=== design 1 ===
design_1/met1.png
(10 px per um) Supply wires on this layer in grey.
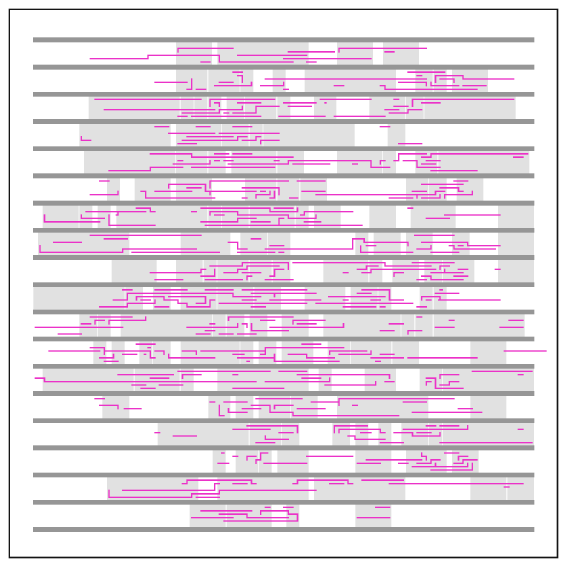
design_1/met3.png
(6 px per um)
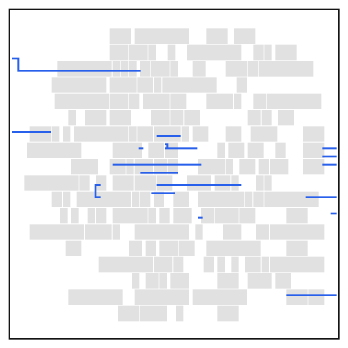
<file path="src/rtl/wieg_regelaar.sv">
// Closed-loop cradle motion controller: picks one of 16 speed/amplitude settings,
// judges each after a settle window of clk12 strobes and steps on when stress does not drop.
module wieg_regelaar #(
    parameter int SETTLE_TICKS = 4,
    parameter int MAX_GELIJK   = 3,
    parameter int MAX_POGING   = 8,
    parameter int START_IDX    = 5
) (
    input  logic       clk,
    input  logic       reset,
    input  logic       clk12,
    input  logic       aan,
    input  logic       gedaald,
    input  logic       gelijk,
    output logic [1:0] snelheid,
    output logic [1:0] amplitude,
    output logic       motor_en,
    output logic       wissel,
    output logic       alarm
);

    typedef enum logic [1:0] {
        UIT    = 2'd0,
        WACHT  = 2'd1,
        BESLIS = 2'd2,
        ALARM  = 2'd3
    } state_t;

    localparam logic [3:0] TICK_LAST  = 4'(SETTLE_TICKS - 1);
    localparam logic [2:0] GELIJK_MAX = 3'(MAX_GELIJK);
    localparam logic [3:0] POGING_MAX = 4'(MAX_POGING);
    localparam logic [3:0] IDX_START  = 4'(START_IDX);

    state_t     state;
    logic [3:0] idx;
    logic [3:0] tick_cnt;
    logic [2:0] gelijk_cnt;
    logic [3:0] poging_cnt;
    logic       s_gedaald;
    logic       s_gelijk;

    logic [2:0] gelijk_next;
    logic [3:0] poging_next;
    logic       do_step;

    // gedaald wins over gelijk; a plateau only forces a step once it has lasted MAX_GELIJK windows
    always_comb begin
        gelijk_next = gelijk_cnt + 3'd1;
        poging_next = poging_cnt + 4'd1;
        do_step     = !s_gedaald && (!s_gelijk || (gelijk_next == GELIJK_MAX));
    end

    always_ff @(posedge clk or negedge reset) begin
        if (!reset) begin
            state      <= UIT;
            idx        <= 4'd0;
            tick_cnt   <= 4'd0;
            gelijk_cnt <= 3'd0;
            poging_cnt <= 4'd0;
            s_gedaald  <= 1'b0;
            s_gelijk   <= 1'b0;
            motor_en   <= 1'b0;
            wissel     <= 1'b0;
            alarm      <= 1'b0;
        end else if (!aan) begin
            state      <= UIT;
            idx        <= 4'd0;
            tick_cnt   <= 4'd0;
            gelijk_cnt <= 3'd0;
            poging_cnt <= 4'd0;
            motor_en   <= 1'b0;
            wissel     <= 1'b0;
            alarm      <= 1'b0;
        end else begin
            case (state)
                UIT: begin
                    state      <= WACHT;
                    idx        <= IDX_START;
                    tick_cnt   <= 4'd0;
                    gelijk_cnt <= 3'd0;
                    poging_cnt <= 4'd0;
                    motor_en   <= 1'b1;
                    wissel     <= 1'b0;
                    alarm      <= 1'b0;
                end
                WACHT: begin
                    wissel <= 1'b0;
                    if (clk12) begin
                        if (tick_cnt == TICK_LAST) begin
                            s_gedaald <= gedaald;
                            s_gelijk  <= gelijk;
                            tick_cnt  <= 4'd0;
                            state     <= BESLIS;
                        end else begin
                            tick_cnt <= tick_cnt + 4'd1;
                        end
                    end
                end
                BESLIS: begin
                    if (do_step) begin
                        idx        <= idx + 4'd1;
                        gelijk_cnt <= 3'd0;
                        poging_cnt <= poging_next;
                        wissel     <= 1'b1;
                        if (poging_next == POGING_MAX) begin
                            state <= ALARM;
                            alarm <= 1'b1;
                        end else begin
                            state <= WACHT;
                        end
                    end else if (s_gedaald) begin
                        gelijk_cnt <= 3'd0;
                        poging_cnt <= 4'd0;
                        state      <= WACHT;
                    end else begin
                        gelijk_cnt <= gelijk_next;
                        state      <= WACHT;
                    end
                end
                ALARM: begin
                    // setting frozen until aan drops
                    wissel <= 1'b0;
                end
                default: begin
                    state <= UIT;
                end
            endcase
        end
    end

    assign snelheid  = idx[1:0];
    assign amplitude = idx[3:2];

    a_wissel_single: assert property (@(posedge clk) disable iff (!reset) wissel |=> !wissel);
    a_alarm_motor:   assert property (@(posedge clk) disable iff (!reset) alarm |-> motor_en);
    a_off_idle:      assert property (@(posedge clk) disable iff (!reset)
                                      !motor_en |-> (idx == 4'd0 && !alarm && !wissel));

endmodule

</file>
<file path="config.mk">
export PLATFORM = sky130hd
export DESIGN_NAME = wieg_regelaar
export DESIGN_NICKNAME = d
export VERILOG_FILES = /design/src/rtl/wieg_regelaar.sv
export SDC_FILE = /design/constraint.sdc
export NUM_CORES = 1
export LEC_CHECK = 0
export CAP_MARGIN = 15
export CORE_MARGIN = 2
export CORE_UTILIZATION = 50
export DETAILED_ROUTE_END_ITERATION = 16
export GPL_TIMING_DRIVEN = 1
export PLACE_DENSITY = 0.74
export REMOVE_ABC_BUFFERS = 1
export SYNTH_ARGS = -nofsm -noshare
export SYNTH_HDL_FRONTEND = slang
export SYNTH_SLANG_ARGS = --single-unit
</file>
<file path="constraint.sdc">
create_clock -name clk -period 1.95 [get_ports clk]
set_clock_uncertainty 0.1 [all_clocks]
set_input_delay 0.195 -clock clk [delete_from_list [all_inputs] [get_ports clk]]
set_output_delay 0.195 -clock clk [all_outputs]
set_load 0.05 [all_outputs]
</file>
==> impl_results.html <==
<!-- implementation run metrics -->
<table>
<tr><th>Metric</th><th>Value</th></tr>
<tr><th colspan="2">Status</th></tr>
<tr><td>Outcome</td><td>finished clean</td></tr>
<tr><th colspan="2">Global route</th></tr>
<tr><td>Met2 demand-to-capacity share in global routing</td><td>36.3%</td></tr>
<tr><td>All-Layer GR Usage</td><td>between 20% and 30%</td></tr>
<tr><th colspan="2">Power and ir drop</th></tr>
<tr><td>Worst voltage drop across the vdd grid</td><td>approximately 930 uV</td></tr>
<tr><td>Combinational share of power</td><td>between 40% and 50%</td></tr>
<tr><th colspan="2">Cells and area</th></tr>
<tr><td>Share of post-route cells with drive strength above 1</td><td>12.3%</td></tr>
<tr><td>Number of nets in the final layout</td><td>170</td></tr>
<tr><td>Non-clock buffer contribution to total cell area</td><td>about 12%</td></tr>
<tr><td>FF+latch area</td><td>between 500 and 600 um2</td></tr>
<tr><td>Non-clock buffer instance count of the final layout</td><td>21</td></tr>
<tr><td>Count of antenna diodes in the layout</td><td>0</td></tr>
<tr><td>Total area of multi-input combinational cells</td><td>between 600 and 700 um2</td></tr>
<tr><td>Proportion of cell area occupied by registers</td><td>35.9%</td></tr>
<tr><th colspan="2">Logic synthesis</th></tr>
<tr><td>Post-Synth XOR/XNOR Area</td><td>4.68%</td></tr>
<tr><td>Number of cell instances after yosys synthesis</td><td>134</td></tr>
<tr><th colspan="2">Floorplanning</th></tr>
<tr><td>Total Die Area</td><td>2990 um2</td></tr>
<tr><td>Floorplan die height</td><td>between 50 and 60 um</td></tr>
<tr><th colspan="2">Clocking</th></tr>
<tr><td>Clock latency of the later-clocked register in the worst-skew pair</td><td>0.31 ns</td></tr>
<tr><th colspan="2">Setup path</th></tr>
<tr><td>Stage delay of the slowest cell on the critical path</td><td>0.51 ns</td></tr>
</table>
Notes on design_1/met1.png above:
The wires run mostly horizontal. 153 nets have wire on it. The longest straight run is 21.2 um. The layer carries 1330 um of wire. The layer holds 46% of the routed length.
met1 global-route usage: 28.7%
Vias: 1089
wire length reported by the detailed router: 2870 um

Notes on design_1/met3.png above:
15 nets have wire on it. The longest straight run is 20.2 um. The layer holds 3.5% of the routed length. The layer carries 101 um of wire.
met3 capacity usage during global routing: 4.10%


=== design 2 ===
design_2/metal_stack.png
(4 px per um) Two of the layers only.
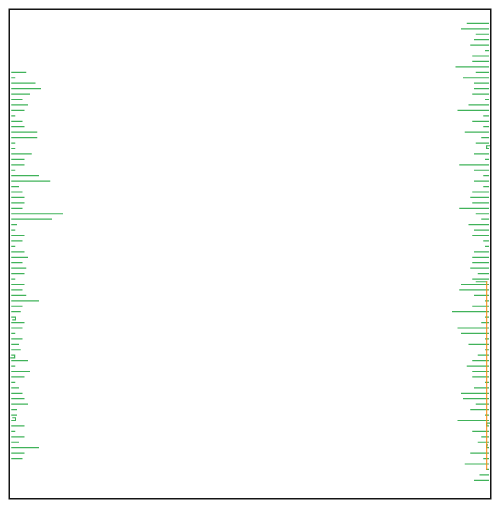
design_2/met1.png
(4 px per um) Supply wires on this layer in grey.
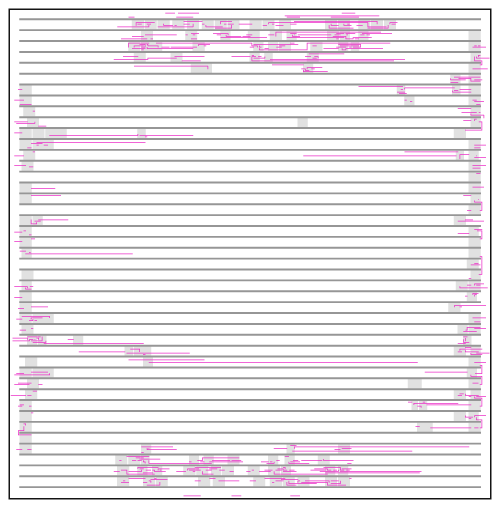
design_2/met3.png
(3 px per um)
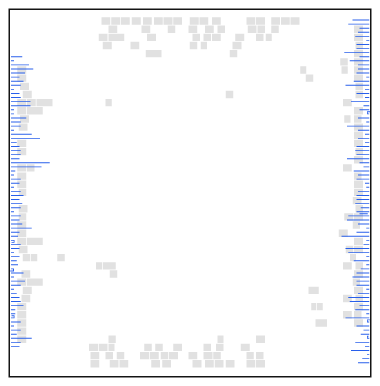
## config.mk

```make
export PLATFORM = sky130hd
export DESIGN_NAME = vec_cmp
export DESIGN_NICKNAME = d
export VERILOG_FILES = /design/src/rtl/vec_pkg.sv /design/src/rtl/vec_cmp.sv
export SDC_FILE = /design/constraint.sdc
export NUM_CORES = 1
export LEC_CHECK = 0
export CORE_AREA = 2 2 118 120
export DETAILED_ROUTE_END_ITERATION = 12
export DIE_AREA = 0 0 120 122
export DONT_BUFFER_PORTS = 1
export PLACE_DENSITY = 0.3
export SYNTH_ARGS = -nofsm -noshare
export SYNTH_HDL_FRONTEND = slang
export SYNTH_SLANG_ARGS = --single-unit
```

## constraint.sdc

```tcl
create_clock -name vclk -period 1.5
set_input_delay 0.225 -clock vclk [all_inputs]
set_output_delay 0.225 -clock vclk [all_outputs]
set_load 0.02 [all_outputs]
```

## src/rtl/vec_pkg.sv

```systemverilog
// Shared types and entry-layout helpers for the vector checker.
// A vector entry is packed as {tag, stim, exp, mask}, mask in the LSBs.
package vec_pkg;

  localparam int DEF_IN_W  = 65;
  localparam int DEF_OUT_W = 100;

  typedef enum logic [2:0] {
    S_IDLE   = 3'd0,
    S_FETCH  = 3'd1,
    S_LOAD   = 3'd2,
    S_SETTLE = 3'd3,
    S_CHECK  = 3'd4,
    S_DONE   = 3'd5
  } state_t;

  // Entry field offsets, derived from the stimulus and output widths.
  function automatic int mask_lsb(input int in_w, input int out_w);
    return 0 * (in_w + out_w);
  endfunction

  function automatic int exp_lsb(input int in_w, input int out_w);
    return mask_lsb(in_w, out_w) + out_w;
  endfunction

  function automatic int stim_lsb(input int in_w, input int out_w);
    return exp_lsb(in_w, out_w) + out_w;
  endfunction

  function automatic int tag_bit(input int in_w, input int out_w);
    return stim_lsb(in_w, out_w) + in_w;
  endfunction

endpackage

```

## src/rtl/vec_cmp.sv

```systemverilog
// Masked compare of DUT outputs against expected values.
// A mask bit of 0 marks the corresponding output bit as don't-care.
module vec_cmp
  import vec_pkg::*;
#(
  parameter int OUT_W = DEF_OUT_W
) (
  input  logic [OUT_W-1:0] i_act,
  input  logic [OUT_W-1:0] i_exp,
  input  logic [OUT_W-1:0] i_mask,
  output logic             o_mismatch
);

  assign o_mismatch = |((i_act ^ i_exp) & i_mask);

endmodule

```

==> impl_results.html <==
<!-- implementation run metrics -->
<table>
<tr><th>Metric</th><th>Value</th></tr>
<tr><th colspan="2">Status</th></tr>
<tr><td>Outcome</td><td>complete, but fails checks</td></tr>
<tr><td>Violations in the final reports</td><td>setup timing</td></tr>
<tr><th colspan="2">Drt</th></tr>
<tr><td>Drt drc</td><td>0</td></tr>
<tr><td>Met2 routed WL</td><td>around 3200 um</td></tr>
<tr><td>Routed wl met3</td><td>532 um</td></tr>
<tr><td>Post-detailed-route count of antenna-violating nets</td><td>0</td></tr>
<tr><th colspan="2">Logic synthesis</th></tr>
<tr><td>Post-Synth Adder-Cell Area</td><td>0%</td></tr>
<tr><td>Post-synthesis cell count</td><td>165</td></tr>
<tr><td>Number of cell instances after yosys synthesis</td><td>165</td></tr>
<tr><th colspan="2">Power and ir drop</th></tr>
<tr><td>Power share of the sequential group</td><td>0%</td></tr>
<tr><td>Clock power frac</td><td>0%</td></tr>
<tr><td>Power in the clock group</td><td>0 mW</td></tr>
<tr><th colspan="2">Cells and area</th></tr>
<tr><td>Share of the final layout cell area in multi-input gates</td><td>84.1%</td></tr>
<tr><td>Combinational gates</td><td>165</td></tr>
<tr><td>Fill cells</td><td>1558</td></tr>
<tr><td>Number of clock buffers in the layout</td><td>0</td></tr>
<tr><td>Clock tree cell share of total cell area</td><td>0%</td></tr>
<tr><th colspan="2">Setup path</th></tr>
<tr><td>Arrival time of the worst setup path</td><td>around 1.6 ns</td></tr>
<tr><td>Sort of element at the start of the critical path</td><td>primary input</td></tr>
<tr><td>Category of the worst setup path capture point</td><td>output port</td></tr>
<tr><td>Depth of the critical timing path with buffers and inverters included</td><td>8</td></tr>
<tr><th colspan="2">STA</th></tr>
<tr><td>Max Clk Rate</td><td>0.561 GHz</td></tr>
<tr><td>Smallest setup slack after layout</td><td>-0.281 ns</td></tr>
<tr><td>Final setup violating endpoints</td><td>1</td></tr>
<tr><td>Setup_tns</td><td>-0.281 ns</td></tr>
<tr><th colspan="2">Floorplanning</th></tr>
<tr><td>Core region area</td><td>13500 um2</td></tr>
<tr><td>Total Die Area</td><td>14600 um2</td></tr>
<tr><th colspan="2">Global route</th></tr>
<tr><td>First-pass GRT wire length</td><td>6720 um</td></tr>
<tr><td>Peak-usage layer in the global routing report</td><td>met2</td></tr>
<tr><th colspan="2">Min path</th></tr>
<tr><td>Classification of the worst-slack hold path</td><td>in -&gt; out</td></tr>
</table>
Notes on design_2/metal_stack.png above:
Key: orange = met4 [wire length 46.9 um]; green = met3 [wire length 532 um]
wire length reported by the detailed router: 5560 um
per-cell routed wire length: 15.9 um

Notes on design_2/met1.png above:
The wires run mostly horizontal. 352 nets have wire on it. The layer holds 32% of the routed length. The layer carries 1770 um of wire. The longest straight run is 67.2 um.
Vias: 1413
met1 global-route usage: 6.08%

Notes on design_2/met3.png above:
The layer holds 9.6% of the routed length. 157 nets have wire on it. The longest straight run is 12.6 um.
met3 capacity usage during global routing: 0.281%


=== design 3 ===
`src/rtl/crypto_cmd_initiator_if.sv`:
```
// ============================================================================
// Module      : crypto_cmd_initiator_if
// Description : Bundles the CPU register port and the accelerator command
//               port of crypto_cmd_initiator. The master modport is the
//               initiator's view; slave is the CPU/accelerator side.
// Revision    : 1.0 - initial release
// ============================================================================
`default_nettype none

interface crypto_cmd_initiator_if;
    // CPU register port
    logic         wr_en;
    logic [5:0]   wr_addr;
    logic [7:0]   wr_data;
    logic         rd_en;
    logic [5:0]   rd_addr;
    logic [7:0]   rd_data;
    logic         irq;
    // Accelerator command port
    logic         acc_enable;
    logic [3:0]   acc_operation;
    logic [127:0] acc_data_in;
    logic [127:0] acc_key;
    logic [127:0] acc_data_out;
    logic         acc_done;
    logic         acc_error;

    modport master (
        input  wr_en, wr_addr, wr_data, rd_en, rd_addr,
        output rd_data, irq,
        output acc_enable, acc_operation, acc_data_in, acc_key,
        input  acc_data_out, acc_done, acc_error
    );

    modport slave (
        output wr_en, wr_addr, wr_data, rd_en, rd_addr,
        input  rd_data, irq,
        input  acc_enable, acc_operation, acc_data_in, acc_key,
        output acc_data_out, acc_done, acc_error
    );
endinterface

`default_nettype wire

```
`src/rtl/crypto_cmd_initiator.sv`:
```
// ============================================================================
// Module      : crypto_cmd_initiator
// Description : CPU-side initiator for the crypto accelerator. Stages a
//               16-byte block and key from byte register writes, issues a
//               one-cycle start, waits for done/error with a timeout,
//               captures the result and raises a level interrupt.
//               Optional macro CRYPTO_INIT_KEY_WIPE_EN: zero the staged key
//               whenever a command leaves WAIT.
// Revision    : 1.0 - initial release
// ============================================================================
`default_nettype none

module crypto_cmd_initiator #(
    parameter int TIMEOUT_CYCLES = 64,
    parameter int TO_W           = 8
) (
    input  wire logic               clk,
    input  wire logic               rst,
    crypto_cmd_initiator_if.master  bus
);

    typedef enum logic [1:0] {
        ST_IDLE  = 2'd0,
        ST_ISSUE = 2'd1,
        ST_WAIT  = 2'd2
    } state_t;

    localparam logic [TO_W-1:0] c_TO_LAST = TO_W'(TIMEOUT_CYCLES - 1);

    state_t          r_state;
    state_t          w_state_nxt;
    logic [7:0]      r_data   [16];
    logic [7:0]      r_key    [16];
    logic [7:0]      r_result [16];
    logic [3:0]      r_op;
    logic            r_done_st;
    logic            r_err_st;
    logic            r_to_st;
    logic            r_rej_st;
    logic [TO_W-1:0] r_timer;
    logic [7:0]      r_rd_data;
    logic [7:0]      w_rd_mux;

    logic w_busy, w_wr_data, w_wr_key, w_wr_cmd, w_wr_stat;
    logic w_start, w_reject, w_fin_done, w_fin_err, w_fin_to, w_leave;

    assign w_busy     = (r_state != ST_IDLE);
    assign w_wr_data  = bus.wr_en && (bus.wr_addr[5:4] == 2'b00);
    assign w_wr_key   = bus.wr_en && (bus.wr_addr[5:4] == 2'b01);
    assign w_wr_cmd   = bus.wr_en && (bus.wr_addr == 6'h20);
    assign w_wr_stat  = bus.wr_en && (bus.wr_addr == 6'h21);
    assign w_start    = w_wr_cmd && !w_busy && bus.wr_data[7];
    assign w_reject   = w_busy && (w_wr_data || w_wr_key || w_wr_cmd);

    // Completion events only count in WAIT; error beats done, any pulse beats timeout.
    assign w_fin_err  = (r_state == ST_WAIT) && bus.acc_error;
    assign w_fin_done = (r_state == ST_WAIT) && bus.acc_done && !bus.acc_error;
    assign w_fin_to   = (r_state == ST_WAIT) && !bus.acc_done && !bus.acc_error
                        && (r_timer == c_TO_LAST);
    assign w_leave    = w_fin_err || w_fin_done || w_fin_to;

    assign bus.acc_enable    = (r_state == ST_ISSUE);
    assign bus.acc_operation = r_op;
    assign bus.irq           = r_done_st | r_err_st;
    assign bus.rd_data       = r_rd_data;

    generate
        for (genvar gi = 0; gi < 16; gi++) begin : g_pack
            assign bus.acc_data_in[8*gi +: 8] = r_data[gi];
            assign bus.acc_key[8*gi +: 8]     = r_key[gi];
        end
    endgenerate

    // State register.
    always_ff @(posedge clk) begin
        if (rst) r_state <= ST_IDLE;
        else     r_state <= w_state_nxt;
    end

    // Next-state logic: IDLE -> ISSUE on start, one ISSUE cycle, WAIT until an outcome.
    always_comb begin
        w_state_nxt = r_state;
        case (r_state)
            ST_IDLE:  if (w_start) w_state_nxt = ST_ISSUE;
            ST_ISSUE: w_state_nxt = ST_WAIT;
            ST_WAIT:  if (w_leave) w_state_nxt = ST_IDLE;
            default:  w_state_nxt = ST_IDLE;
        endcase
    end

    // WAIT-cycle timer, restarted on every accepted start.
    always_ff @(posedge clk) begin
        if (rst)                                  r_timer <= '0;
        else if (w_start)                         r_timer <= '0;
        else if ((r_state == ST_WAIT) && !w_leave) r_timer <= r_timer + 1'b1;
    end

    // DATA/KEY staging; writes only land while idle.
    always_ff @(posedge clk) begin
        if (rst) begin
            for (int i = 0; i < 16; i++) begin
                r_data[i] <= '0;
                r_key[i]  <= '0;
            end
        end else begin
            if (w_wr_data && !w_busy) r_data[bus.wr_addr[3:0]] <= bus.wr_data;
            if (w_wr_key && !w_busy)  r_key[bus.wr_addr[3:0]]  <= bus.wr_data;
`ifdef CRYPTO_INIT_KEY_WIPE_EN
            if (w_leave) begin
                for (int i = 0; i < 16; i++) r_key[i] <= '0;
            end
`endif
        end
    end

    // Result capture on a clean done only.
    always_ff @(posedge clk) begin
        if (rst) begin
            for (int i = 0; i < 16; i++) r_result[i] <= '0;
        end else if (w_fin_done) begin
            for (int i = 0; i < 16; i++) r_result[i] <= bus.acc_data_out[8*i +: 8];
        end
    end

    // Opcode latch and sticky status; a setting event overrides a same-cycle W1C.
    always_ff @(posedge clk) begin
        if (rst) begin
            r_op      <= '0;
            r_done_st <= 1'b0;
            r_err_st  <= 1'b0;
            r_to_st   <= 1'b0;
            r_rej_st  <= 1'b0;
        end else begin
            if (w_wr_cmd && !w_busy) r_op <= bus.wr_data[3:0];
            r_done_st <= (r_done_st & ~(w_wr_stat & bus.wr_data[1]) & ~w_start) | w_fin_done;
            r_err_st  <= (r_err_st  & ~(w_wr_stat & bus.wr_data[2]) & ~w_start) | w_fin_err | w_fin_to;
            r_to_st   <= (r_to_st   & ~(w_wr_stat & bus.wr_data[3]) & ~w_start) | w_fin_to;
            r_rej_st  <= (r_rej_st  & ~(w_wr_stat & bus.wr_data[4])) | w_reject;
        end
    end

    // Register read decode.
    always_comb begin
        w_rd_mux = 8'h00;
        case (bus.rd_addr[5:4])
            2'b00: w_rd_mux = r_data[bus.rd_addr[3:0]];
            2'b01: w_rd_mux = r_key[bus.rd_addr[3:0]];
            2'b11: w_rd_mux = r_result[bus.rd_addr[3:0]];
            default: begin
                if (bus.rd_addr == 6'h20)      w_rd_mux = {4'b0000, r_op};
                else if (bus.rd_addr == 6'h21) w_rd_mux = {3'b000, r_rej_st, r_to_st,
                                                            r_err_st, r_done_st, w_busy};
            end
        endcase
    end

    // Read data register, one cycle after the strobe.
    always_ff @(posedge clk) begin
        if (rst)             r_rd_data <= '0;
        else if (bus.rd_en)  r_rd_data <= w_rd_mux;
    end

endmodule

`default_nettype wire
```
`src/flat_wrapper.sv`:
```
// flat-port wrapper written by rule: the top's interface ports become plain ports
module crypto_cmd_initiator_flat 
#(
    parameter int TIMEOUT_CYCLES = 64,
    parameter int TO_W           = 8
)
  (clk, rst, bus_wr_en, bus_wr_addr, bus_wr_data, bus_rd_en, bus_rd_addr, bus_rd_data, bus_irq, bus_acc_enable, bus_acc_operation, bus_acc_data_in, bus_acc_key, bus_acc_data_out, bus_acc_done, bus_acc_error);
  crypto_cmd_initiator_if bus_i ();
  input  wire logic clk;
  input  wire logic rst;
  input wire logic [$bits(bus_i.wr_en)-1:0] bus_wr_en;
  input wire logic [$bits(bus_i.wr_addr)-1:0] bus_wr_addr;
  input wire logic [$bits(bus_i.wr_data)-1:0] bus_wr_data;
  input wire logic [$bits(bus_i.rd_en)-1:0] bus_rd_en;
  input wire logic [$bits(bus_i.rd_addr)-1:0] bus_rd_addr;
  output wire logic [$bits(bus_i.rd_data)-1:0] bus_rd_data;
  output wire logic [$bits(bus_i.irq)-1:0] bus_irq;
  output wire logic [$bits(bus_i.acc_enable)-1:0] bus_acc_enable;
  output wire logic [$bits(bus_i.acc_operation)-1:0] bus_acc_operation;
  output wire logic [$bits(bus_i.acc_data_in)-1:0] bus_acc_data_in;
  output wire logic [$bits(bus_i.acc_key)-1:0] bus_acc_key;
  input wire logic [$bits(bus_i.acc_data_out)-1:0] bus_acc_data_out;
  input wire logic [$bits(bus_i.acc_done)-1:0] bus_acc_done;
  input wire logic [$bits(bus_i.acc_error)-1:0] bus_acc_error;
  assign bus_i.wr_en = bus_wr_en;
  assign bus_i.wr_addr = bus_wr_addr;
  assign bus_i.wr_data = bus_wr_data;
  assign bus_i.rd_en = bus_rd_en;
  assign bus_i.rd_addr = bus_rd_addr;
  assign bus_rd_data = bus_i.rd_data;
  assign bus_irq = bus_i.irq;
  assign bus_acc_enable = bus_i.acc_enable;
  assign bus_acc_operation = bus_i.acc_operation;
  assign bus_acc_data_in = bus_i.acc_data_in;
  assign bus_acc_key = bus_i.acc_key;
  assign bus_i.acc_data_out = bus_acc_data_out;
  assign bus_i.acc_done = bus_acc_done;
  assign bus_i.acc_error = bus_acc_error;
  crypto_cmd_initiator #(.TIMEOUT_CYCLES(TIMEOUT_CYCLES), .TO_W(TO_W)) u_core (.clk(clk), .rst(rst), .bus(bus_i));
endmodule
```
`config.mk`:
```
export PLATFORM = sky130hd
export DESIGN_NAME = crypto_cmd_initiator_flat
export DESIGN_NICKNAME = d
export VERILOG_FILES = /design/src/rtl/crypto_cmd_initiator_if.sv /design/src/rtl/crypto_cmd_initiator.sv /design/src/flat_wrapper.sv
export SDC_FILE = /design/constraint.sdc
export NUM_CORES = 1
export LEC_CHECK = 0
export ABC_AREA = 1
export CAP_MARGIN = 20
export CORE_MARGIN = 2
export CORE_UTILIZATION = 45
export CTS_BUF_LIST = sky130_fd_sc_hd__clkbuf_4 sky130_fd_sc_hd__clkbuf_8
export DETAILED_ROUTE_END_ITERATION = 6
export GPL_TIMING_DRIVEN = 0
export PLACE_DENSITY = 0.72
export SYNTH_ARGS = -nofsm -noshare
export SYNTH_HDL_FRONTEND = slang
export SYNTH_SLANG_ARGS = --single-unit
```
`constraint.sdc`:
```
create_clock -name clk -period 4.9 [get_ports clk]
set_input_delay 0.98 -clock clk [delete_from_list [all_inputs] [get_ports clk]]
set_output_delay 0.98 -clock clk [all_outputs]
set_load 0.05 [all_outputs]
```
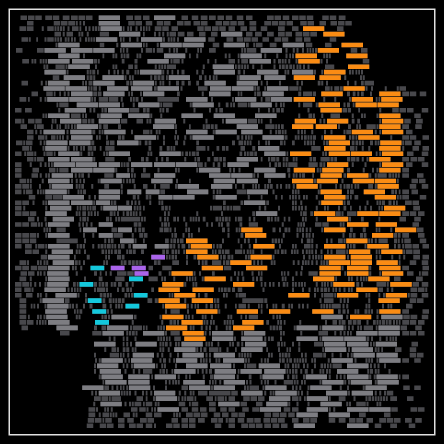
design_3/registers.png
(2 px per um)
Key: purple = `u_core.bus.acc_operation` [flops 4]; cyan = `u_core.r_timer` [flops 8]; orange = `u_core.r_key` [flops 128]
Another 270 sequential cells are not coloured.
reported sequential group power: 4.01 mW
final cell utilization of the core: 60.1%
proportion of cell area occupied by registers: 46.7%

==> impl_results.html <==
<!-- implementation run metrics -->
<table>
<tr><th>Metric</th><th>Value</th></tr>
<tr><th colspan="2">Status</th></tr>
<tr><td>Outcome</td><td>finished clean</td></tr>
<tr><th colspan="2">Setup path</th></tr>
<tr><td>Cell depth of the worst flop-to-flop path</td><td>6</td></tr>
<tr><td>CP cell instances</td><td>clkdlybuf4s50_1 -&gt; inv_1 -&gt; nor2_1 -&gt; inv_1 -&gt; clkbuf_1 -&gt; a31oi_1 -&gt; nor2_1 -&gt; nand2_1 -&gt; nand2_1 -&gt; nor2_1 -&gt; nor2_1 -&gt; nor2_1</td></tr>
<tr><td>Crit-path slowest cell</td><td>sky130_fd_sc_hd__clkdlybuf4s50_1</td></tr>
<tr><td>Arrival time of the worst setup path</td><td>3.87 ns</td></tr>
<tr><td>End point of the critical path</td><td>u_core.bus.rd_data[2]</td></tr>
<tr><td>Required time worst endpoint</td><td>between 5 and 6 ns</td></tr>
<tr><th colspan="2">Logic synthesis</th></tr>
<tr><td>Number of synthesized flops with an enable pin</td><td>384</td></tr>
<tr><td>Fraction of the mapped netlist area in compound gates</td><td>3.34%</td></tr>
<tr><td>Post-Synth XOR/XNOR Area</td><td>0%</td></tr>
<tr><th colspan="2">Cells and area</th></tr>
<tr><td>Flip-flops</td><td>410</td></tr>
<tr><td>Most instantiated logic cell after routing</td><td>sky130_fd_sc_hd__nand2_1</td></tr>
<tr><td>Share of post-route cells with drive strength above 1</td><td>6.24%</td></tr>
<tr><td>Combinational gates</td><td>1392</td></tr>
<tr><td>Share of the final layout cell area in multi-input gates</td><td>22.1%</td></tr>
<tr><td>Biggest registers after layout</td><td>u_core.r_data x128, u_core.r_key x128, u_core.r_result x128</td></tr>
<tr><td>FF+latch area</td><td>12100 um2</td></tr>
<tr><th colspan="2">Run</th></tr>
<tr><td>Tool warnings</td><td>26</td></tr>
<tr><th colspan="2">Power and ir drop</th></tr>
<tr><td>Final total power</td><td>8.25 mW</td></tr>
<tr><td>Static Leak</td><td>11.2 nW</td></tr>
<tr><td>Max power group</td><td>sequential cells</td></tr>
<tr><th colspan="2">Floorplanning</th></tr>
<tr><td>Standard-cell rows</td><td>approximately 76</td></tr>
<tr><th colspan="2">Clocking</th></tr>
<tr><td>Buffers from clock root to sink, at most</td><td>3</td></tr>
<tr><th colspan="2">Placed design</th></tr>
<tr><td>Quantity of I/O buffers inserted on ports</td><td>418</td></tr>
<tr><td>Worst slack after detailed placement</td><td>approximately 1.2 ns</td></tr>
<tr><th colspan="2">STA</th></tr>
<tr><td>Pin slew with the least headroom to its limit</td><td>1.01 ns</td></tr>
<tr><td>Smallest setup slack after layout</td><td>1.59 ns</td></tr>
<tr><td>Max Clk Rate</td><td>0.302 GHz</td></tr>
<tr><td>Final setup violating endpoints</td><td>0</td></tr>
<tr><th colspan="2">Global route</th></tr>
<tr><td>Pin count of the biggest net entering global routing</td><td>69</td></tr>
<tr><td>Number of global-route vias before repair</td><td>17100</td></tr>
<tr><td>All-Layer GR Usage</td><td>34.2%</td></tr>
<tr><th colspan="2">Drt</th></tr>
<tr><td>Routed wl met3</td><td>11000 um</td></tr>
<tr><td>DRC marker count from the first detailed-route iteration</td><td>~2500</td></tr>
<tr><td>Top Layer Used</td><td>met5</td></tr>
<tr><td>Per-cell routed wire length</td><td>23.3 um</td></tr>
<tr><td>Met1 WL</td><td>27700 um</td></tr>
<tr><td>Drt first pass iters</td><td>6</td></tr>
<tr><td>Drt drc</td><td>0</td></tr>
<tr><th colspan="2">Min path</th></tr>
<tr><td>Hold wc startpoint</td><td>u_core.r_err_st</td></tr>
<tr><td>Hold Path End</td><td>u_core.r_err_st</td></tr>
</table>

=== design 4 ===
design_4/registers.png
(4 px per um)
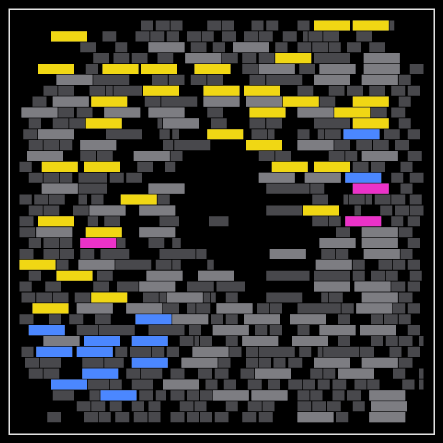
design_4/final_congestion.png
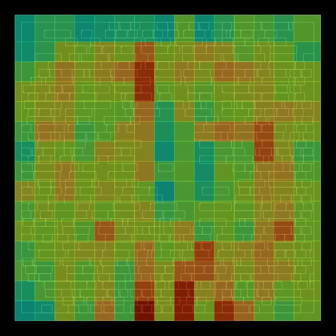
## config.mk

```make
export PLATFORM = sky130hd
export DESIGN_NAME = ahb_lite_master_adapter
export DESIGN_NICKNAME = d
export VERILOG_FILES = /design/src/rtl/ahb_lite_pkg.sv /design/src/rtl/ahb_lite_master_adapter.sv
export SDC_FILE = /design/constraint.sdc
export NUM_CORES = 1
export LEC_CHECK = 0
export CAP_MARGIN = 20
export CORE_MARGIN = 2
export CORE_UTILIZATION = 43
export DETAILED_ROUTE_END_ITERATION = 8
export PLACE_DENSITY = 0.81
export SYNTH_ARGS = -nofsm -noshare
export SYNTH_HDL_FRONTEND = slang
export SYNTH_SLANG_ARGS = --single-unit
export TNS_END_PERCENT = 1
```

## constraint.sdc

```tcl
create_clock -name HCLK -period 1.7 [get_ports HCLK]
set_input_delay 0.34 -clock HCLK [delete_from_list [all_inputs] [get_ports HCLK]]
set_output_delay 0.34 -clock HCLK [all_outputs]
set_load 0.02 [all_outputs]
```

## src/rtl/ahb_lite_pkg.sv

```systemverilog
// Shared AHB-Lite definitions for the master and slave adapters: transfer
// encodings, size constants, strobe patterns and the size/alignment check.
package ahb_lite_pkg;

  typedef enum logic [1:0] {
    IDLE   = 2'b00,
    BUSY   = 2'b01,
    NONSEQ = 2'b10,
    SEQ    = 2'b11
  } htrans_t;

  localparam logic [2:0] HBURST_SINGLE = 3'b000;

  localparam logic [2:0] HSIZE_BYTE  = 3'd0;
  localparam logic [2:0] HSIZE_HALF  = 3'd1;
  localparam logic [2:0] HSIZE_WORD  = 3'd2;
  localparam logic [2:0] HSIZE_DWORD = 3'd3;
  localparam logic [2:0] HSIZE_128   = 3'd4;
  localparam logic [2:0] HSIZE_256   = 3'd5;
  localparam logic [2:0] HSIZE_512   = 3'd6;
  localparam logic [2:0] HSIZE_1024  = 3'd7;

  // Byte-lane strobe pattern at lane 0 for sizes up to a doubleword.
  localparam logic [7:0] STRB_MAP [4] = '{8'h01, 8'h03, 8'h0F, 8'hFF};

  // A transfer is legal when its size fits the bus and the address is
  // naturally aligned to that size.
  function automatic logic size_addr_ok(input logic [2:0] size,
                                        input logic [2:0] max_size,
                                        input logic [6:0] addr_lo);
    logic [6:0] mask;
    mask = 7'((8'd1 << size) - 8'd1);
    return (size <= max_size) && ((addr_lo & mask) == '0);
  endfunction

endpackage

```

## src/rtl/ahb_lite_master_adapter.sv

```systemverilog
// Valid/ready request stream to AHB-Lite SINGLE transfers, with pipelined
// address/data phases and an in-order response strobe.
module ahb_lite_master_adapter
  import ahb_lite_pkg::*;
#(
  parameter int unsigned ADDR_WIDTH = 12,
  parameter int unsigned DATA_WIDTH = 32,
  parameter bit          SEC_TRANS  = 1'b0
) (
  input  logic                  HCLK,
  input  logic                  HRESETn,
  output logic [ADDR_WIDTH-1:0] HADDR,
  output logic [2:0]            HBURST,
  output logic [2:0]            HSIZE,
  output logic [1:0]            HTRANS,
  output logic                  HWRITE,
  output logic                  HNONSEC,
  output logic [DATA_WIDTH-1:0] HWDATA,
  input  logic [DATA_WIDTH-1:0] HRDATA,
  input  logic                  HREADY,
  input  logic                  HRESP,
  input  logic                  req_valid,
  output logic                  req_ready,
  input  logic [ADDR_WIDTH-1:0] req_addr,
  input  logic                  req_write,
  input  logic [2:0]            req_size,
  input  logic [DATA_WIDTH-1:0] req_wdata,
  output logic                  rsp_valid,
  output logic [DATA_WIDTH-1:0] rsp_rdata,
  output logic                  rsp_err
);

  if (DATA_WIDTH < 8 || DATA_WIDTH > 1024 || (DATA_WIDTH & (DATA_WIDTH - 1)) != 0) begin : g_bad_width
    $fatal(1, "ahb_lite_master_adapter: DATA_WIDTH %0d unsupported", DATA_WIDTH);
  end

  localparam int unsigned MAX_SIZE = $clog2(DATA_WIDTH / 8);

  logic                  r_a_vld;
  logic                  r_a_bus;
  logic [ADDR_WIDTH-1:0] r_a_addr;
  logic [2:0]            r_a_size;
  logic                  r_a_write;
  logic [DATA_WIDTH-1:0] r_a_wdata;

  logic                  r_d_vld;
  logic                  r_d_bus;
  logic                  r_d_write;
  logic [DATA_WIDTH-1:0] r_d_wdata;

  logic                  r_rsp_valid;
  logic                  r_rsp_err;
  logic [DATA_WIDTH-1:0] r_rsp_rdata;

  logic                  w_accept;
  logic                  w_req_ok;
  logic                  w_a_load;

  assign req_ready = ~r_a_vld | HREADY;
  assign w_accept  = req_valid & req_ready;
  assign w_req_ok  = size_addr_ok(req_size, 3'(MAX_SIZE), 7'(req_addr));
  // An empty A stage may take a request during a wait state; otherwise the
  // ready handshake would accept a request that then has nowhere to go.
  assign w_a_load  = HREADY | ~r_a_vld;

  always_ff @(posedge HCLK or negedge HRESETn) begin
    if (!HRESETn) begin
      r_a_vld   <= 1'b0;
      r_a_bus   <= 1'b0;
      r_a_addr  <= '0;
      r_a_size  <= '0;
      r_a_write <= 1'b0;
      r_a_wdata <= '0;
    end else if (w_a_load) begin
      r_a_vld <= w_accept;
      if (w_accept) begin
        r_a_bus   <= w_req_ok;
        r_a_addr  <= req_addr;
        r_a_size  <= req_size;
        r_a_write <= req_write;
        r_a_wdata <= req_wdata;
      end
    end
  end

  always_ff @(posedge HCLK or negedge HRESETn) begin
    if (!HRESETn) begin
      r_d_vld   <= 1'b0;
      r_d_bus   <= 1'b0;
      r_d_write <= 1'b0;
      r_d_wdata <= '0;
    end else if (HREADY) begin
      r_d_vld   <= r_a_vld;
      r_d_bus   <= r_a_bus;
      r_d_write <= r_a_write;
      r_d_wdata <= r_a_wdata;
    end
  end

  always_ff @(posedge HCLK or negedge HRESETn) begin
    if (!HRESETn) begin
      r_rsp_valid <= 1'b0;
      r_rsp_err   <= 1'b0;
      r_rsp_rdata <= '0;
    end else if (r_d_vld && HREADY) begin
      r_rsp_valid <= 1'b1;
      r_rsp_err   <= r_d_bus ? HRESP : 1'b1;
      r_rsp_rdata <= (r_d_bus && !r_d_write && !HRESP) ? HRDATA : '0;
    end else begin
      r_rsp_valid <= 1'b0;
    end
  end

  assign HADDR     = r_a_addr;
  assign HSIZE     = r_a_size;
  assign HWRITE    = r_a_write;
  assign HTRANS    = (r_a_vld && r_a_bus) ? NONSEQ : IDLE;
  assign HBURST    = HBURST_SINGLE;
  assign HNONSEC   = ~SEC_TRANS;
  assign HWDATA    = r_d_wdata;
  assign rsp_valid = r_rsp_valid;
  assign rsp_err   = r_rsp_err;
  assign rsp_rdata = r_rsp_rdata;

endmodule
```

==> impl_results.html <==
<!-- implementation run metrics -->
<table>
<tr><th>Metric</th><th>Value</th></tr>
<tr><th colspan="2">Drt</th></tr>
<tr><td>DRC marker count from the first detailed-route iteration</td><td>99</td></tr>
<tr><td>Wire length reported by the detailed router</td><td>9860 um</td></tr>
<tr><td>Drt first pass iters</td><td>4</td></tr>
<tr><td>Drt drc</td><td>0</td></tr>
<tr><th colspan="2">Global route</th></tr>
<tr><td>Met1 global-route usage</td><td>23.7%</td></tr>
<tr><td>Antenna violations before repair</td><td>0</td></tr>
<tr><td>Peak-usage layer in the global routing report</td><td>met2</td></tr>
<tr><th colspan="2">STA</th></tr>
<tr><td>Hold Vio Cnt, Final</td><td>0</td></tr>
<tr><td>Unrepaired setup endpoints after global routing</td><td>false</td></tr>
<tr><td>Slew Limit Fails</td><td>0</td></tr>
<tr><th colspan="2">Setup path</th></tr>
<tr><td>Crit-path slowest cell</td><td>sky130_fd_sc_hd__dfrtp_1</td></tr>
<tr><td>Arrival time of the worst setup path</td><td>roughly 1.3 ns</td></tr>
<tr><td>Sort of element at the start of the critical path</td><td>register</td></tr>
<tr><td>Category of the worst setup path capture point</td><td>output port</td></tr>
<tr><td>Worst setup path category</td><td>reg -&gt; out</td></tr>
<tr><th colspan="2">Status</th></tr>
<tr><td>Outcome</td><td>finished clean</td></tr>
<tr><th colspan="2">Cells and area</th></tr>
<tr><td>Area growth syn-to-layout</td><td>52.1%</td></tr>
<tr><td>Fill cells</td><td>781</td></tr>
<tr><td>Inverters, non-clock</td><td>1</td></tr>
<tr><td>Most instantiated logic cell after routing</td><td>sky130_fd_sc_hd__dfrtp_1</td></tr>
<tr><td>Share of post-route cells with drive strength above 1</td><td>27.5%</td></tr>
<tr><td>Clock tree cell share of total cell area</td><td>8.33%</td></tr>
<tr><td>Highest-count cells in the layout ignoring fill and taps</td><td>sky130_fd_sc_hd__dfrtp_1 (119), sky130_fd_sc_hd__clkdlybuf4s50_1 (82), sky130_fd_sc_hd__dlygate4sd2_1 (82)</td></tr>
<tr><td>Non-clock buffer contribution to total cell area</td><td>around 25%</td></tr>
<tr><th colspan="2">Logic synthesis</th></tr>
<tr><td>Mux cell area share after synthesis</td><td>21.7%</td></tr>
<tr><td>Largest combinational cell category by area</td><td>multiplexers</td></tr>
<tr><td>Cell type with the largest total area after synthesis</td><td>sky130_fd_sc_hd__dfrtp_1</td></tr>
<tr><td>Share of Yosys cell area claimed by the top area cell type</td><td>66.7%</td></tr>
<tr><td>Share of flip-flops with an asynchronous set or reset</td><td>100%</td></tr>
<tr><th colspan="2">Clocking</th></tr>
<tr><td>Clock-pin slew of the registers on the worst-case setup and hold paths</td><td>0.05 ns</td></tr>
<tr><td>Post-CTS setup buffer count</td><td>0</td></tr>
<tr><td>TritonCTS clock tree</td><td>built</td></tr>
<tr><th colspan="2">Power and ir drop</th></tr>
<tr><td>PwrDens</td><td>1220 nW/um2</td></tr>
<tr><td>Switching part of the total</td><td>24.9%</td></tr>
<tr><th colspan="2">Placed design</th></tr>
<tr><td>Cell area after placement</td><td>about 6300 um2</td></tr>
<tr><th colspan="2">Floorplanning</th></tr>
<tr><td>Core region area</td><td>10200 um2</td></tr>
<tr><th colspan="2">Min path</th></tr>
<tr><td>Hold wc startpoint</td><td>HREADY</td></tr>
</table>
About design_4/registers.png:
Key: magenta = `HSIZE` [flops 3]; blue = `HADDR` [flops 12]; yellow = `r_a_wdata` [flops 32]
Another 72 sequential cells are not coloured.
proportion of cell area occupied by registers: 43.9%
FF+latch area: 2980 um2
reported sequential group power: 3.40 mW
final cell utilization of the core: 66.6%

About design_4/final_congestion.png:
per-cell routed wire length: 16.5 um
All-Layer GR Usage: 19.2%
met2 demand-to-capacity share in global routing: 30.6%


=== design 5 ===
--- src/rtl/key_debounce_scheduler.sv ---
// Debounces NKEYS raw key inputs using one settle timer that is granted to
// pending keys in round-robin order. Each validated press gives a one-cycle pulse.
module key_debounce_scheduler #(
    parameter int NKEYS  = 4,
    parameter int SETTLE = 2000000,
    parameter int CNT_W  = 21,
    parameter int ID_W   = 2
) (
    input  logic             clk,
    input  logic             clr,
    input  logic [NKEYS-1:0] key,
    output logic [NKEYS-1:0] key_pulse,
    output logic [NKEYS-1:0] pending,
    output logic             busy,
    output logic [ID_W-1:0]  active_id
);

    typedef enum logic [1:0] {ST_IDLE, ST_SETTLE, ST_CHECK} state_t;

    state_t           state;
    state_t           state_nxt;
    logic [NKEYS-1:0] s1;
    logic [NKEYS-1:0] s2;
    logic [NKEYS-1:0] s3;
    logic [NKEYS-1:0] rise;
    logic [NKEYS-1:0] pending_nxt;
    logic [NKEYS-1:0] pulse_nxt;
    logic [CNT_W-1:0] timer;
    logic [ID_W-1:0]  last_id;
    logic [ID_W-1:0]  grant_id;
    logic [ID_W-1:0]  idx;
    logic             grant_vld;
    logic             retrig;
    logic             timer_done;

    assign rise       = s2 & ~s3;
    assign retrig     = (state == ST_SETTLE) && rise[active_id];
    assign timer_done = (timer == CNT_W'(SETTLE - 1));

    // Input synchronizer plus history stage for edge detection
    always_ff @(posedge clk or posedge clr) begin
        if (clr) begin
            s1 <= '0;
            s2 <= '0;
            s3 <= '0;
        end else begin
            s1 <= key;
            s2 <= s1;
            s3 <= s2;
        end
    end

    // Descending scan so the nearest pending key after last_id wins
    always_comb begin
        grant_vld = 1'b0;
        grant_id  = '0;
        idx       = '0;
        for (int k = NKEYS; k >= 1; k--) begin
            idx = ID_W'((int'(last_id) + k) % NKEYS);
            if (pending[idx]) begin
                grant_vld = 1'b1;
                grant_id  = idx;
            end
        end
    end

    always_ff @(posedge clk or posedge clr) begin
        if (clr) state <= ST_IDLE;
        else     state <= state_nxt;
    end

    always_comb begin
        state_nxt = state;
        case (state)
            ST_IDLE:   if (grant_vld) state_nxt = ST_SETTLE;
            ST_SETTLE: if (!retrig && timer_done) state_nxt = ST_CHECK;
            ST_CHECK:  state_nxt = ST_IDLE;
            default:   state_nxt = ST_IDLE;
        endcase
    end

    always_comb begin
        busy      = (state != ST_IDLE);
        pulse_nxt = '0;
        if (state == ST_CHECK && s2[active_id])
            pulse_nxt[active_id] = 1'b1;
    end

    // Set after clear, so a rise in the grant cycle keeps the request alive
    always_comb begin
        pending_nxt = pending;
        if (state == ST_IDLE && grant_vld)
            pending_nxt[grant_id] = 1'b0;
        for (int i = 0; i < NKEYS; i++) begin
            if (rise[i] && !(state == ST_SETTLE && active_id == ID_W'(i)))
                pending_nxt[i] = 1'b1;
        end
    end

    always_ff @(posedge clk or posedge clr) begin
        if (clr) begin
            pending   <= '0;
            key_pulse <= '0;
            timer     <= '0;
            active_id <= '0;
            last_id   <= ID_W'(NKEYS - 1);
        end else begin
            pending   <= pending_nxt;
            key_pulse <= pulse_nxt;
            case (state)
                ST_IDLE: begin
                    if (grant_vld) begin
                        active_id <= grant_id;
                        timer     <= '0;
                    end
                end
                ST_SETTLE: begin
                    if (retrig)
                        timer <= '0;
                    else if (!timer_done)
                        timer <= timer + CNT_W'(1);
                end
                ST_CHECK: last_id <= active_id;
                default: ;
            endcase
        end
    end

endmodule

--- config.mk ---
export PLATFORM = sky130hd
export DESIGN_NAME = key_debounce_scheduler
export DESIGN_NICKNAME = d
export VERILOG_FILES = /design/src/rtl/key_debounce_scheduler.sv
export SDC_FILE = /design/constraint.sdc
export NUM_CORES = 1
export LEC_CHECK = 0
export CORE_UTILIZATION = 50
export DETAILED_ROUTE_END_ITERATION = 12
export GPL_ROUTABILITY_DRIVEN = 1
export PLACE_DENSITY_LB_ADDON = 0.05
export RECOVER_POWER = 25
export SLEW_MARGIN = 40
export SYNTH_ARGS = -nofsm -noshare
export SYNTH_HDL_FRONTEND = slang
export SYNTH_SLANG_ARGS = --single-unit
--- constraint.sdc ---
create_clock -name clk -period 3 [get_ports clk]
set_clock_uncertainty 0.05 [all_clocks]
set_input_delay 0.6 -clock clk [delete_from_list [all_inputs] [get_ports clk]]
set_output_delay 0.6 -clock clk [all_outputs]
set_load 0.005 [all_outputs]
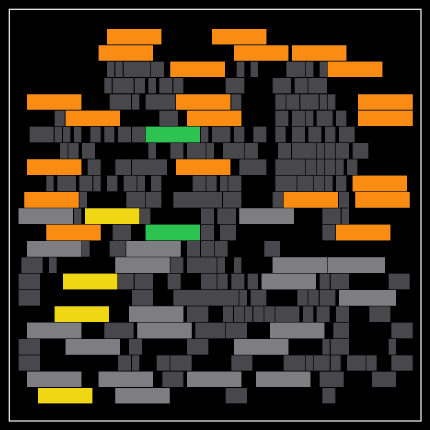
design_5/registers.png
(6 px per um)
Key: green = `state` [flops 2]; yellow = `s2` [flops 4]; orange = `timer` [flops 21]
FF+latch area: 1180 um2
proportion of cell area occupied by registers: 47.0%

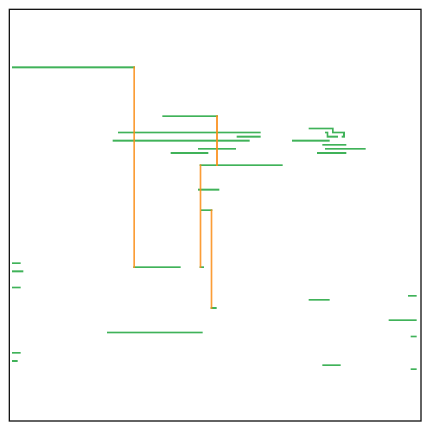
design_5/metal_stack.png
(6 px per um) Two of the layers only.
Key: green = met3 [wire length 183 um]; orange = met4 [wire length 74.8 um]
per-cell routed wire length: 15.5 um
All-Layer GR Usage: 21.6%
Vias: 1633
wire length reported by the detailed router: 4340 um

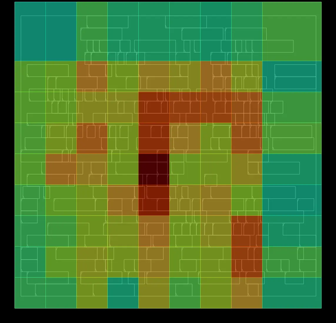
design_5/final_congestion.png
final cell utilization of the core: 60.9%
met2 demand-to-capacity share in global routing: 34.2%

==> impl_results.html <==
<!-- implementation run metrics -->
<table>
<tr><th>Metric</th><th>Value</th></tr>
<tr><th colspan="2">Clocking</th></tr>
<tr><td>Clock-pin slew of the registers on the worst-case setup and hold paths</td><td>approximately 0.090 ns</td></tr>
<tr><td>Post-cts resize count</td><td>0</td></tr>
<tr><td>Clock latency of the later-clocked register in the worst-skew pair</td><td>about 0.30 ns</td></tr>
<tr><td>TritonCTS clock tree</td><td>built</td></tr>
<tr><th colspan="2">Global route</th></tr>
<tr><td>First-pass GRT wire length</td><td>approximately 7300 um</td></tr>
<tr><td>Antenna violations before repair</td><td>0</td></tr>
<tr><th colspan="2">Logic synthesis</th></tr>
<tr><td>Synth Register Bits</td><td>between 40 and 50</td></tr>
<tr><td>Leading post-synthesis cells by cell area</td><td>sky130_fd_sc_hd__dfrtp_1 (51%), sky130_fd_sc_hd__nor2_1 (3.6%), sky130_fd_sc_hd__o21ai_0 (3.0%)</td></tr>
<tr><td>Yosys simple share</td><td>around 22%</td></tr>
<tr><td>Cell type with the largest total area after synthesis</td><td>sky130_fd_sc_hd__dfrtp_1</td></tr>
<tr><td>Synth Warn #</td><td>0</td></tr>
<tr><td>Fraction of the mapped netlist area in compound gates</td><td>approximately 13%</td></tr>
<tr><th colspan="2">Cells and area</th></tr>
<tr><td>Most instantiated logic cell after routing</td><td>sky130_fd_sc_hd__dfrtp_1</td></tr>
<tr><td>Register with the most flip-flops</td><td>timer</td></tr>
<tr><td>Number of nets in the final layout</td><td>235</td></tr>
<tr><td>Highest-count cells in the layout ignoring fill and taps</td><td>sky130_fd_sc_hd__dfrtp_1 (45), sky130_fd_sc_hd__nor2_1 (21), sky130_fd_sc_hd__o21ai_0 (13)</td></tr>
<tr><td>Non-clock buffer instance count of the final layout</td><td>19</td></tr>
<tr><th colspan="2">Setup path</th></tr>
<tr><td>Worst setup path category</td><td>reg -&gt; reg</td></tr>
<tr><td>Worst path buffer plus inverter count</td><td>0</td></tr>
<tr><th colspan="2">Placed design</th></tr>
<tr><td>HPWL Detailed</td><td>approximately 3200 um</td></tr>
<tr><td>Worst slack after detailed placement</td><td>0.625 ns</td></tr>
<tr><th colspan="2">STA</th></tr>
<tr><td>Hold Vio Cnt, Final</td><td>0</td></tr>
<tr><td>Slew Limit Fails</td><td>0</td></tr>
<tr><td>Max Clk Rate</td><td>0.416 GHz</td></tr>
<tr><th colspan="2">Power and ir drop</th></tr>
<tr><td>Final total power</td><td>1.33 mW</td></tr>
<tr><td>NetSw</td><td>0.339 mW</td></tr>
<tr><th colspan="2">Run</th></tr>
<tr><td>Tool warnings</td><td>26</td></tr>
<tr><td>Number of violations of the max-capacitance limit</td><td>0</td></tr>
<tr><th colspan="2">Drt</th></tr>
<tr><td>Average via count per standard cell</td><td>5.85</td></tr>
<tr><td>Met2 routed WL</td><td>slightly below 2000 um</td></tr>
<tr><td>DRC marker count from the first detailed-route iteration</td><td>about 180</td></tr>
<tr><td>Drt drc</td><td>0</td></tr>
<tr><th colspan="2">Status</th></tr>
<tr><td>Outcome</td><td>finished clean</td></tr>
<tr><th colspan="2">Floorplanning</th></tr>
<tr><td>Num ports</td><td>17</td></tr>
</table>


==> layout pictures side by side <==
Track usage over the die.
(a)
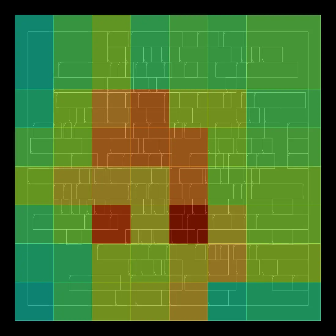
(b)
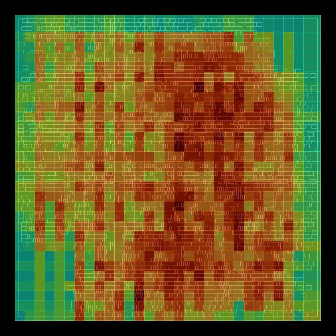
(c)
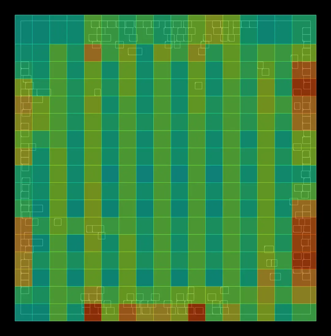
- design 3 = (b)
- design 2 = (c)
- design 1 = (a)
- highest track usage: (b)
- lowest utilization: (c)

No activity file was given, so power comes from the tool's default toggle rates.
